######## countdown_timer_flat ########
`config.mk`:
```
export PLATFORM = sky130hd
export DESIGN_NAME = countdown_timer_flat
export DESIGN_NICKNAME = d
export VERILOG_FILES = /design/src/rtl/countdown_timer_pkg.sv /design/src/rtl/countdown_timer_if.sv /design/src/rtl/countdown_timer_bcd_digit_down.sv /design/src/rtl/countdown_timer.sv /design/src/flat_wrapper.sv
export SDC_FILE = /design/constraint.sdc
export NUM_CORES = 1
export LEC_CHECK = 0
export CORE_MARGIN = 1.5
export CORE_UTILIZATION = 54
export CTS_BUF_LIST = sky130_fd_sc_hd__clkbuf_8
export DETAILED_ROUTE_END_ITERATION = 7
export PLACE_DENSITY = 0.81
export SLEW_MARGIN = 20
export SYNTH_ARGS = -nofsm -noshare
export SYNTH_HDL_FRONTEND = slang
export SYNTH_SLANG_ARGS = --single-unit
```
`constraint.sdc`:
```
create_clock -name clk -period 2.8 [get_ports clk]
set_clock_uncertainty 0.1 [all_clocks]
set_input_delay 0.28 -clock clk [delete_from_list [all_inputs] [get_ports clk]]
set_output_delay 0.28 -clock clk [all_outputs]
set_load 0.01 [all_outputs]
```
`src/rtl/countdown_timer_pkg.sv`:
```
// Shared types and helpers for the BCD countdown timer.
// State encoding, digit limit and preset sanitization.
package countdown_pkg;

    typedef enum logic [2:0] {
        IDLE    = 3'd0,
        LOADED  = 3'd1,
        RUNNING = 3'd2,
        PAUSED  = 3'd3,
        EXPIRED = 3'd4
    } state_t;

    localparam logic [3:0] BCD_MAX_DIGIT = 4'd9;

    // Clamp a single BCD digit into 0..9.
    function automatic logic [3:0] sat_digit(input logic [3:0] d);
        return (d > BCD_MAX_DIGIT) ? BCD_MAX_DIGIT : d;
    endfunction

    // Clamp every digit of a 4-digit BCD word.
    function automatic logic [15:0] sanitize(input logic [15:0] p);
        logic [15:0] r;
        r = '0;
        for (int i = 0; i < 4; i++) begin
            r[4*i +: 4] = sat_digit(p[4*i +: 4]);
        end
        return r;
    endfunction

endpackage

```
`src/rtl/countdown_timer_if.sv`:
```
// Command/status bundle of the countdown timer.
// master drives load/start/stop/preset; slave returns count and status.
interface countdown_timer_if #(
    parameter int PRESET_W = 16
);
    logic                load;
    logic                start;
    logic                stop;
    logic [PRESET_W-1:0] preset;
    logic [PRESET_W-1:0] count_bcd;
    logic                running;
    logic                expired;
    logic                done_pulse;

    modport master (
        output load, start, stop, preset,
        input  count_bcd, running, expired, done_pulse
    );

    modport slave (
        input  load, start, stop, preset,
        output count_bcd, running, expired, done_pulse
    );
endinterface

```
`src/rtl/countdown_timer_bcd_digit_down.sv`:
```
// One BCD decade down-counter: 0 wraps to 9 and raises borrow_out.
// Ports: clk, rst, dec_en, load, load_val[3:0] -> q[3:0], borrow_out.
module bcd_digit_down (
    input  logic       clk,
    input  logic       rst,
    input  logic       dec_en,
    input  logic       load,
    input  logic [3:0] load_val,
    output logic [3:0] q,
    output logic       borrow_out
);
    assign borrow_out = dec_en & (q == 4'd0);

    always_ff @(posedge clk) begin
        if (rst) begin
            q <= 4'd0;
        end else if (load) begin
            q <= load_val;
        end else if (dec_en) begin
            q <= (q == 4'd0) ? 4'd9 : q - 4'd1;
        end
    end
endmodule

```
`src/rtl/countdown_timer.sv`:
```
// BCD countdown timer in 0.01 s ticks with done pulse and expired flag.
// Ports: clk, rst, bus (slave: load/start/stop/preset -> count/status).
module countdown_timer
    import countdown_pkg::*;
#(
    parameter int CLK_PER_TICK = 100000,
    parameter int PRESET_W     = 16
) (
    input logic               clk,
    input logic               rst,
    countdown_timer_if.slave  bus
);
    localparam int NDIG = PRESET_W / 4;
    localparam int PW   = $clog2(CLK_PER_TICK);
    localparam logic [PW-1:0] LAST = PW'(CLK_PER_TICK - 1);

    state_t              state_q, state_d;
    logic [PW-1:0]       presc_q, presc_d;
    logic                done_q, done_d;
    logic                tick;
    logic [PRESET_W-1:0] count;
    logic [PRESET_W-1:0] ld_val;
    logic [NDIG:0]       dec;

    assign ld_val = sanitize(bus.preset);
    assign dec[0] = tick;

    for (genvar i = 0; i < NDIG; i++) begin : g_dig
        bcd_digit_down u_dig (
            .clk        (clk),
            .rst        (rst),
            .dec_en     (dec[i]),
            .load       (bus.load),
            .load_val   (ld_val[4*i +: 4]),
            .q          (count[4*i +: 4]),
            .borrow_out (dec[i+1])
        );
    end

    always_ff @(posedge clk) begin
        if (rst) begin
            state_q <= IDLE;
            presc_q <= '0;
            done_q  <= 1'b0;
        end else begin
            state_q <= state_d;
            presc_q <= presc_d;
            done_q  <= done_d;
        end
    end

    // Command priority is load > stop > start; ticks only when no command.
    always_comb begin
        state_d = state_q;
        presc_d = presc_q;
        done_d  = 1'b0;
        tick    = 1'b0;
        if (bus.load) begin
            presc_d = '0;
            state_d = (ld_val != '0) ? LOADED : IDLE;
        end else if (bus.stop) begin
            case (state_q)
                RUNNING: state_d = PAUSED;
                EXPIRED: state_d = IDLE;
                default: state_d = state_q;
            endcase
        end else if (bus.start) begin
            case (state_q)
                LOADED: begin
                    state_d = RUNNING;
                    presc_d = '0;
                end
                PAUSED:  state_d = RUNNING;
                default: state_d = state_q;
            endcase
        end else if (state_q == RUNNING) begin
            if (presc_q == LAST) begin
                presc_d = '0;
                // Guard keeps the borrow chain from wrapping below zero.
                tick = (count != '0);
                if (count == PRESET_W'(1)) begin
                    state_d = EXPIRED;
                    done_d  = 1'b1;
                end
            end else begin
                presc_d = presc_q + PW'(1);
            end
        end
    end

    // expired is held off during the done cycle so it rises one cycle later.
    assign bus.count_bcd  = count;
    assign bus.running    = (state_q == RUNNING);
    assign bus.expired    = (state_q == EXPIRED) & ~done_q;
    assign bus.done_pulse = done_q;
endmodule
```
`src/flat_wrapper.sv`:
```
// flat-port wrapper written by rule: the top's interface ports become plain ports
module countdown_timer_flat import countdown_pkg::*;
#(
    parameter int CLK_PER_TICK = 100000,
    parameter int PRESET_W     = 16
)
  (clk, rst, bus_load, bus_start, bus_stop, bus_preset, bus_count_bcd, bus_running, bus_expired, bus_done_pulse);
  countdown_timer_if #(.PRESET_W(PRESET_W)) bus_i ();
  input logic clk;
  input logic rst;
  input wire logic [$bits(bus_i.load)-1:0] bus_load;
  input wire logic [$bits(bus_i.start)-1:0] bus_start;
  input wire logic [$bits(bus_i.stop)-1:0] bus_stop;
  input wire logic [$bits(bus_i.preset)-1:0] bus_preset;
  output wire logic [$bits(bus_i.count_bcd)-1:0] bus_count_bcd;
  output wire logic [$bits(bus_i.running)-1:0] bus_running;
  output wire logic [$bits(bus_i.expired)-1:0] bus_expired;
  output wire logic [$bits(bus_i.done_pulse)-1:0] bus_done_pulse;
  assign bus_i.load = bus_load;
  assign bus_i.start = bus_start;
  assign bus_i.stop = bus_stop;
  assign bus_i.preset = bus_preset;
  assign bus_count_bcd = bus_i.count_bcd;
  assign bus_running = bus_i.running;
  assign bus_expired = bus_i.expired;
  assign bus_done_pulse = bus_i.done_pulse;
  countdown_timer #(.CLK_PER_TICK(CLK_PER_TICK), .PRESET_W(PRESET_W)) u_core (.clk(clk), .rst(rst), .bus(bus_i));
endmodule
```
countdown_timer_flat, placed cells, one color a class:
Scale bar: 20 µm.
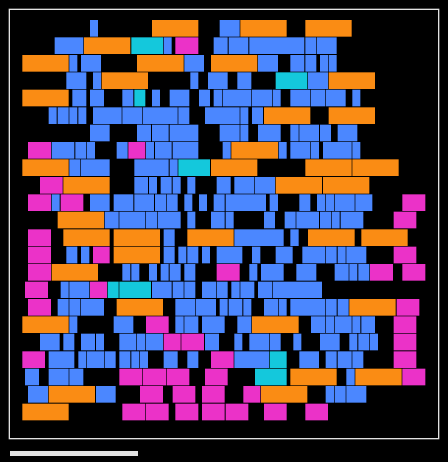
legend:
  flip-flops:
    color: orange
    cells: 37
  other buffers and delay cells:
    color: magenta
    cells: 44
  clock drivers and dummy loads:
    color: cyan
    cells: 8
  all other logic:
    color: blue
    cells: 215
final instance area: 0.00274 mm²
FP Rows: 23
Seq area share: 0.270

==> run summary <==
run results: die width 66.8 µm, peak supply drop 0.285 mV, Final Hold Viols 0, Internal Pwr Total 814 µW, Power Total 1.14 mW, Slew @ Worst Pin 561 ps, Biggest consumer sequential cells, maxcap violations 0, number of global-route vias before repair 1,946, initial antenna violation count 0, core area 0.00394 mm², clock root cell clkbuf_8, syn avg cell area 8.45 µm², Setup Buffers After CTS 0, M2 GR Usage 0.399, CTS tree yes, CP endpoint kind flip-flop, YS chip area 0.00220 mm², MUX share of area 0.00968, Critical-path top delay cell and4b_1, first-pass GRT wire length 8930 µm, Seq. pwr 568 µW, Synth Register Bits 37, die area 0.00446 mm², final instance count without filler cells 354, CTS Sinks 37, worst stage delay on the critical path 440 ps, Fmax 436 MHz, crit path kind reg -> reg, WP depth 6, Cell Type Count 66, Slew HR 0.626, WL met3 375 µm, Mapped Cells 260, placed cells 346, Commonest flop dfxtp_1, post-route setup TNS 0 ps, FF-to-FF path depth 6, outcome complete, no violations, clock share of power 0.322, min cycle time layout 2290 ps, xor/xnor share 0.0678, CTS Buf Count 5, Hold Worst Slack 397 ps, WP buf/inv 0
countdown_timer_flat, clock network drawn from the DEF:
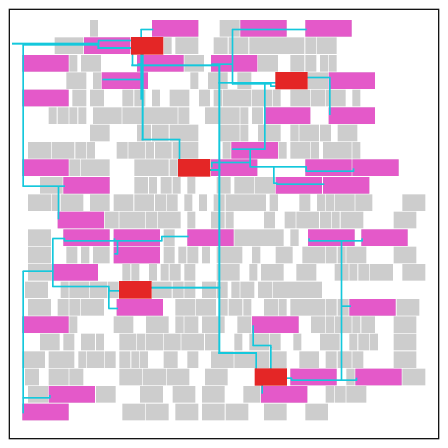
legend:
  clock wires:
    color: cyan
    length: 460 µm
  cells driving clock nets:
    color: red
    count: 5
  flip-flops:
    color: magenta
    count: 37
routed clock nets: 6
clk latency of the worst-skew pair: 300 ps
clk pwr: 367 µW

-- layout make-up --
class                   count  area, µm²
multi-input cells         208       1400
fillers                   314       1200
flip-flops and latches     37        741
repair buffers             44        428
clock buffers               5       68.8
well taps                  50       62.6
inverters                   7       26.3
clock inverters             3       17.5
-- placed cells by master (no fill, tap or decap), types with 7 or more instances in the layout --
cell type        instances
clkdlybuf4s50_1         39
o21ai_0                  9
nor2_1                  37
inv_1                    7
nor3_1                   9
nand2_1                 24
xor2_1                  13
a21oi_1                 13
nor4_1                   7
nand3_1                 12
dfxtp_1                 37
nand4_1                  9
-- cell usage after synthesis (3+ instances only) --
library cell  instances  area [µm²]
o21ai_0               9        45.0
o31a_1                3        26.3
nand3_1              12        60.1
inv_1                 7        26.3
nor3_1                9        45.0
nor4_1                7        43.8
xor2_1               13         114
a21oi_1              13        65.1
and4_1                3        26.3
nand4_1               9        56.3
or2_2                 3        18.8
nor2_1               37         139
dfxtp_1              37         741
clkbuf_1              6        22.5
xnor2_1               4        35.0
nand2_1              24        90.1
-- flip-flops by register name (all words and copies together) (netlist names) --
register	flops
u_core.g_dig.u_dig.q	16
u_core.presc_q	17
u_core.state_q	3
u_core.bus.done_pulse	1

######## sipo_frame_rx_flat ########
sipo_frame_rx_flat, placed cells, one color a class:
Scale bar: 10 µm.
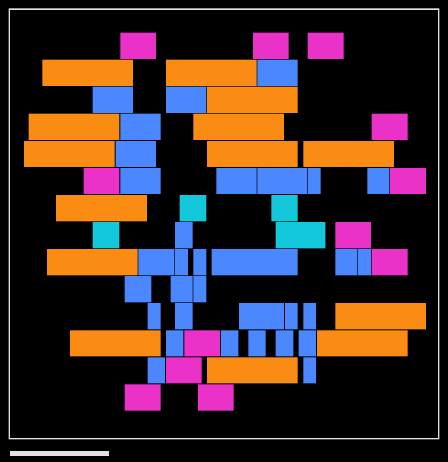
**src/rtl/sipo_frame_rx_if.sv**
```systemverilog
`default_nettype none
// ============================================================================
// Module      : sipo_frame_rx_if
// Description : Serial input strobe, output handshake and status bundle
//               for the SIPO frame receiver.
// Revision    : 1.0  initial release
// ============================================================================
interface sipo_frame_rx_if #(
    parameter int WIDTH = 4
);
    logic             shift_en;
    logic             si;
    logic             ready;
    logic             ovr_clr;
    logic [WIDTH-1:0] data_out;
    logic             valid;
    logic             busy;
    logic             overrun;

    modport master (
        output shift_en, si, ready, ovr_clr,
        input  data_out, valid, busy, overrun
    );

    modport slave (
        input  shift_en, si, ready, ovr_clr,
        output data_out, valid, busy, overrun
    );
endinterface
`default_nettype wire

```
**src/rtl/sipo_frame_rx.sv**
```systemverilog
`default_nettype none
// ============================================================================
// Module      : sipo_frame_rx
// Description : Start-bit framed serial-in parallel-out receiver with a
//               registered valid/ready output buffer and sticky overrun flag.
// Revision    : 1.0  initial release
// ============================================================================
module sipo_frame_rx #(
    parameter int WIDTH = 4,
    parameter int CW    = 3
) (
    input  wire logic        clk,
    input  wire logic        rst_n,
    sipo_frame_rx_if.slave   bus
);
    typedef enum logic [0:0] {
        IDLE  = 1'b0,
        SHIFT = 1'b1
    } state_t;

    localparam logic [CW-1:0] C_LAST = CW'(WIDTH - 1);

    state_t             r_state;
    logic [CW-1:0]      r_count;
    logic [WIDTH-2:0]   r_shreg;
    logic [WIDTH-1:0]   r_data;
    logic               r_valid;
    logic               r_busy;
    logic               r_overrun;
    logic [WIDTH-1:0]   w_word;

    // Only the bits collected so far are stored; the final bit joins straight from si.
    assign w_word = {r_shreg, bus.si};

    always_ff @(posedge clk or negedge rst_n) begin
        if (!rst_n) begin
            r_state   <= IDLE;
            r_count   <= '0;
            r_shreg   <= '0;
            r_data    <= '0;
            r_valid   <= 1'b0;
            r_busy    <= 1'b0;
            r_overrun <= 1'b0;
        end else begin
            if (r_valid && bus.ready) begin
                r_valid <= 1'b0;
            end
            if (bus.ovr_clr) begin
                r_overrun <= 1'b0;
            end
            if (bus.shift_en) begin
                case (r_state)
                    IDLE: begin
                        if (bus.si) begin
                            r_state <= SHIFT;
                            r_busy  <= 1'b1;
                            r_count <= '0;
                        end
                    end
                    SHIFT: begin
                        r_shreg <= w_word[WIDTH-2:0];
                        if (r_count == C_LAST) begin
                            r_state <= IDLE;
                            r_busy  <= 1'b0;
                            r_count <= '0;
                            // A completing word overrides the transfer-clear and any overrun clear.
                            if (!r_valid || bus.ready) begin
                                r_data  <= w_word;
                                r_valid <= 1'b1;
                            end else begin
                                r_overrun <= 1'b1;
                            end
                        end else begin
                            r_count <= r_count + 1'b1;
                        end
                    end
                    default: begin
                        r_state <= IDLE;
                        r_busy  <= 1'b0;
                        r_count <= '0;
                    end
                endcase
            end
        end
    end

    assign bus.data_out = r_data;
    assign bus.valid    = r_valid;
    assign bus.busy     = r_busy;
    assign bus.overrun  = r_overrun;
endmodule
`default_nettype wire

```
**src/flat_wrapper.sv**
```systemverilog
// flat-port wrapper written by rule: the top's interface ports become plain ports
module sipo_frame_rx_flat 
#(
    parameter int WIDTH = 4,
    parameter int CW    = 3
)
  (clk, rst_n, bus_shift_en, bus_si, bus_ready, bus_ovr_clr, bus_data_out, bus_valid, bus_busy, bus_overrun);
  sipo_frame_rx_if #(.WIDTH(WIDTH)) bus_i ();
  input  wire logic clk;
  input  wire logic rst_n;
  input wire logic [$bits(bus_i.shift_en)-1:0] bus_shift_en;
  input wire logic [$bits(bus_i.si)-1:0] bus_si;
  input wire logic [$bits(bus_i.ready)-1:0] bus_ready;
  input wire logic [$bits(bus_i.ovr_clr)-1:0] bus_ovr_clr;
  output wire logic [$bits(bus_i.data_out)-1:0] bus_data_out;
  output wire logic [$bits(bus_i.valid)-1:0] bus_valid;
  output wire logic [$bits(bus_i.busy)-1:0] bus_busy;
  output wire logic [$bits(bus_i.overrun)-1:0] bus_overrun;
  assign bus_i.shift_en = bus_shift_en;
  assign bus_i.si = bus_si;
  assign bus_i.ready = bus_ready;
  assign bus_i.ovr_clr = bus_ovr_clr;
  assign bus_data_out = bus_i.data_out;
  assign bus_valid = bus_i.valid;
  assign bus_busy = bus_i.busy;
  assign bus_overrun = bus_i.overrun;
  sipo_frame_rx #(.WIDTH(WIDTH), .CW(CW)) u_core (.clk(clk), .rst_n(rst_n), .bus(bus_i));
endmodule
```
**config.mk**
```make
export PLATFORM = sky130hd
export DESIGN_NAME = sipo_frame_rx_flat
export DESIGN_NICKNAME = d
export VERILOG_FILES = /design/src/rtl/sipo_frame_rx_if.sv /design/src/rtl/sipo_frame_rx.sv /design/src/flat_wrapper.sv
export SDC_FILE = /design/constraint.sdc
export NUM_CORES = 1
export LEC_CHECK = 0
export CORE_UTILIZATION = 35
export CTS_CLUSTER_SIZE = 14
export DETAILED_ROUTE_END_ITERATION = 10
export GPL_TIMING_DRIVEN = 0
export MAX_ROUTING_LAYER = met4
export SLEW_MARGIN = 15
export SYNTH_ARGS = -nofsm -noshare
export SYNTH_HDL_FRONTEND = slang
export SYNTH_SLANG_ARGS = --single-unit
export TNS_END_PERCENT = 1
```
**constraint.sdc**
```tcl
create_clock -name clk -period 3.5 [get_ports clk]
set_clock_uncertainty 0.2 [all_clocks]
set_input_delay 1.05 -clock clk [delete_from_list [all_inputs] [get_ports clk]]
set_output_delay 1.05 -clock clk [all_outputs]
set_load 0.01 [all_outputs]
```
==> run summary <==
run results: CP Launch Type input port, hold_buf cts 0, maxcap violations 0, Worst Hold Class reg -> reg, htree depth 1, DRC Markers 0, Synth Seq Share 0.594, final number of setup-violating endpoints 0, total track usage 0.122, sw frac 0.298, outcome complete, no violations, Register Area 350 µm², Leakage 0.344 nW, GRT overflow 0, Antenna Violating Nets Remaining 0, share of post-route cells with drive strength above 1 0.210, min cycle time layout 2420 ps, CP Data Required Time 3460 ps, AO/OA Area Share 0.0828, Slew @ Worst Pin 598 ps, reg2reg end u_core.bus.data_out[1]$_DFFE_PN0P_, first-pass GRT wire length 1610 µm, Syn Nets 53, Multi-In Gates 29, CP arrival 2380 ps, FF-to-FF path depth 4, die height 43.0 µm, PwrDens 771 mW/mm², number of global-route vias before repair 384, synth-to-layout area growth 29.9%
Notes on 'placed cells, one color a class' of sipo_frame_rx_flat above:
legend:
  clock drivers and dummy loads:
    color: cyan
    cells: 4
  flip-flops:
    color: orange
    cells: 14
  all other logic:
    color: blue
    cells: 32
  other buffers and delay cells:
    color: magenta
    cells: 12
Post-Route Utilization: 0.497
Seq area share: 0.458
final instance area: 766 µm²
core area: 0.00154 mm²
FP Rows: 14

worst max-delay path, stage by stage:
cell	delay, ps
clkdlybuf4s50_1	640
nand4b_4	160
nor2b_4	180
mux2_2	350
power groups by stage:
stage / Sequential, mW / Combinational [mW] / Clock (mW)
after floorplan: 0.283 / 0.103 / 0
after global placement: 0.274 / 0.202 / 0
after detailed placement: 0.276 / 0.206 / 0
after CTS: 0.273 / 0.210 / 0.118
after global routing: 0.282 / 0.227 / 0.126
final: 0.272 / 0.206 / 0.112
cells in the mapped netlist:
master    instances  area, µm²
dfrtp_1          14        350
mux2_2            7       78.8
o21ai_0           5       25.0
nand2_1           4       15.0
inv_1             3       11.3
a21oi_1           2       10.0
nand2b_1          2       12.5
nor2_1            2       7.51
ha_1              1       12.5
mux2i_1           1       10.0
nand3_1           1       5.00
nand4b_4          1       23.8
nor2b_4           1       13.8
o21a_1            1       7.51
o22ai_1           1       6.26
per-layer routing:
metal | share of wire | GRT usage
met1 | 0.53 | 0.147
met2 | 0.43 | 0.179
met3 | 0.033 | 0.0511
met4 | 0.0098 | 0.0545
met5 | 0 | -


==> screenshots <==
Register map, names as in the netlist.
Other sequential cells in the stronger gray, the rest of the logic in the fainter gray.
picture 1
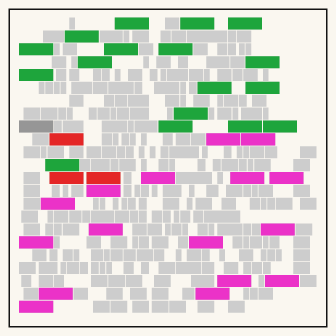
picture 2
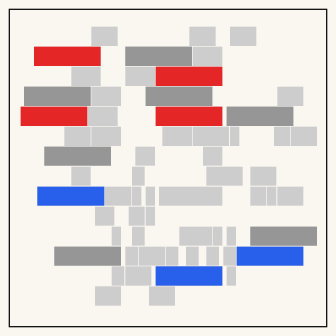
| from | picture |
|---|---|
| sipo_frame_rx_flat | picture 2 |
| countdown_timer_flat | picture 1 |
- most sequential cells: picture 1
- most cells: picture 1

Key to picture 1:
legend:
  u_core.state_q:
    color: red
    sequential_cells: 3
  u_core.presc_q:
    color: green
    sequential_cells: 17
  u_core.g_dig.u_dig.q:
    color: magenta
    sequential_cells: 16
not colored: 1

Power and IR drop assume default switching activity.
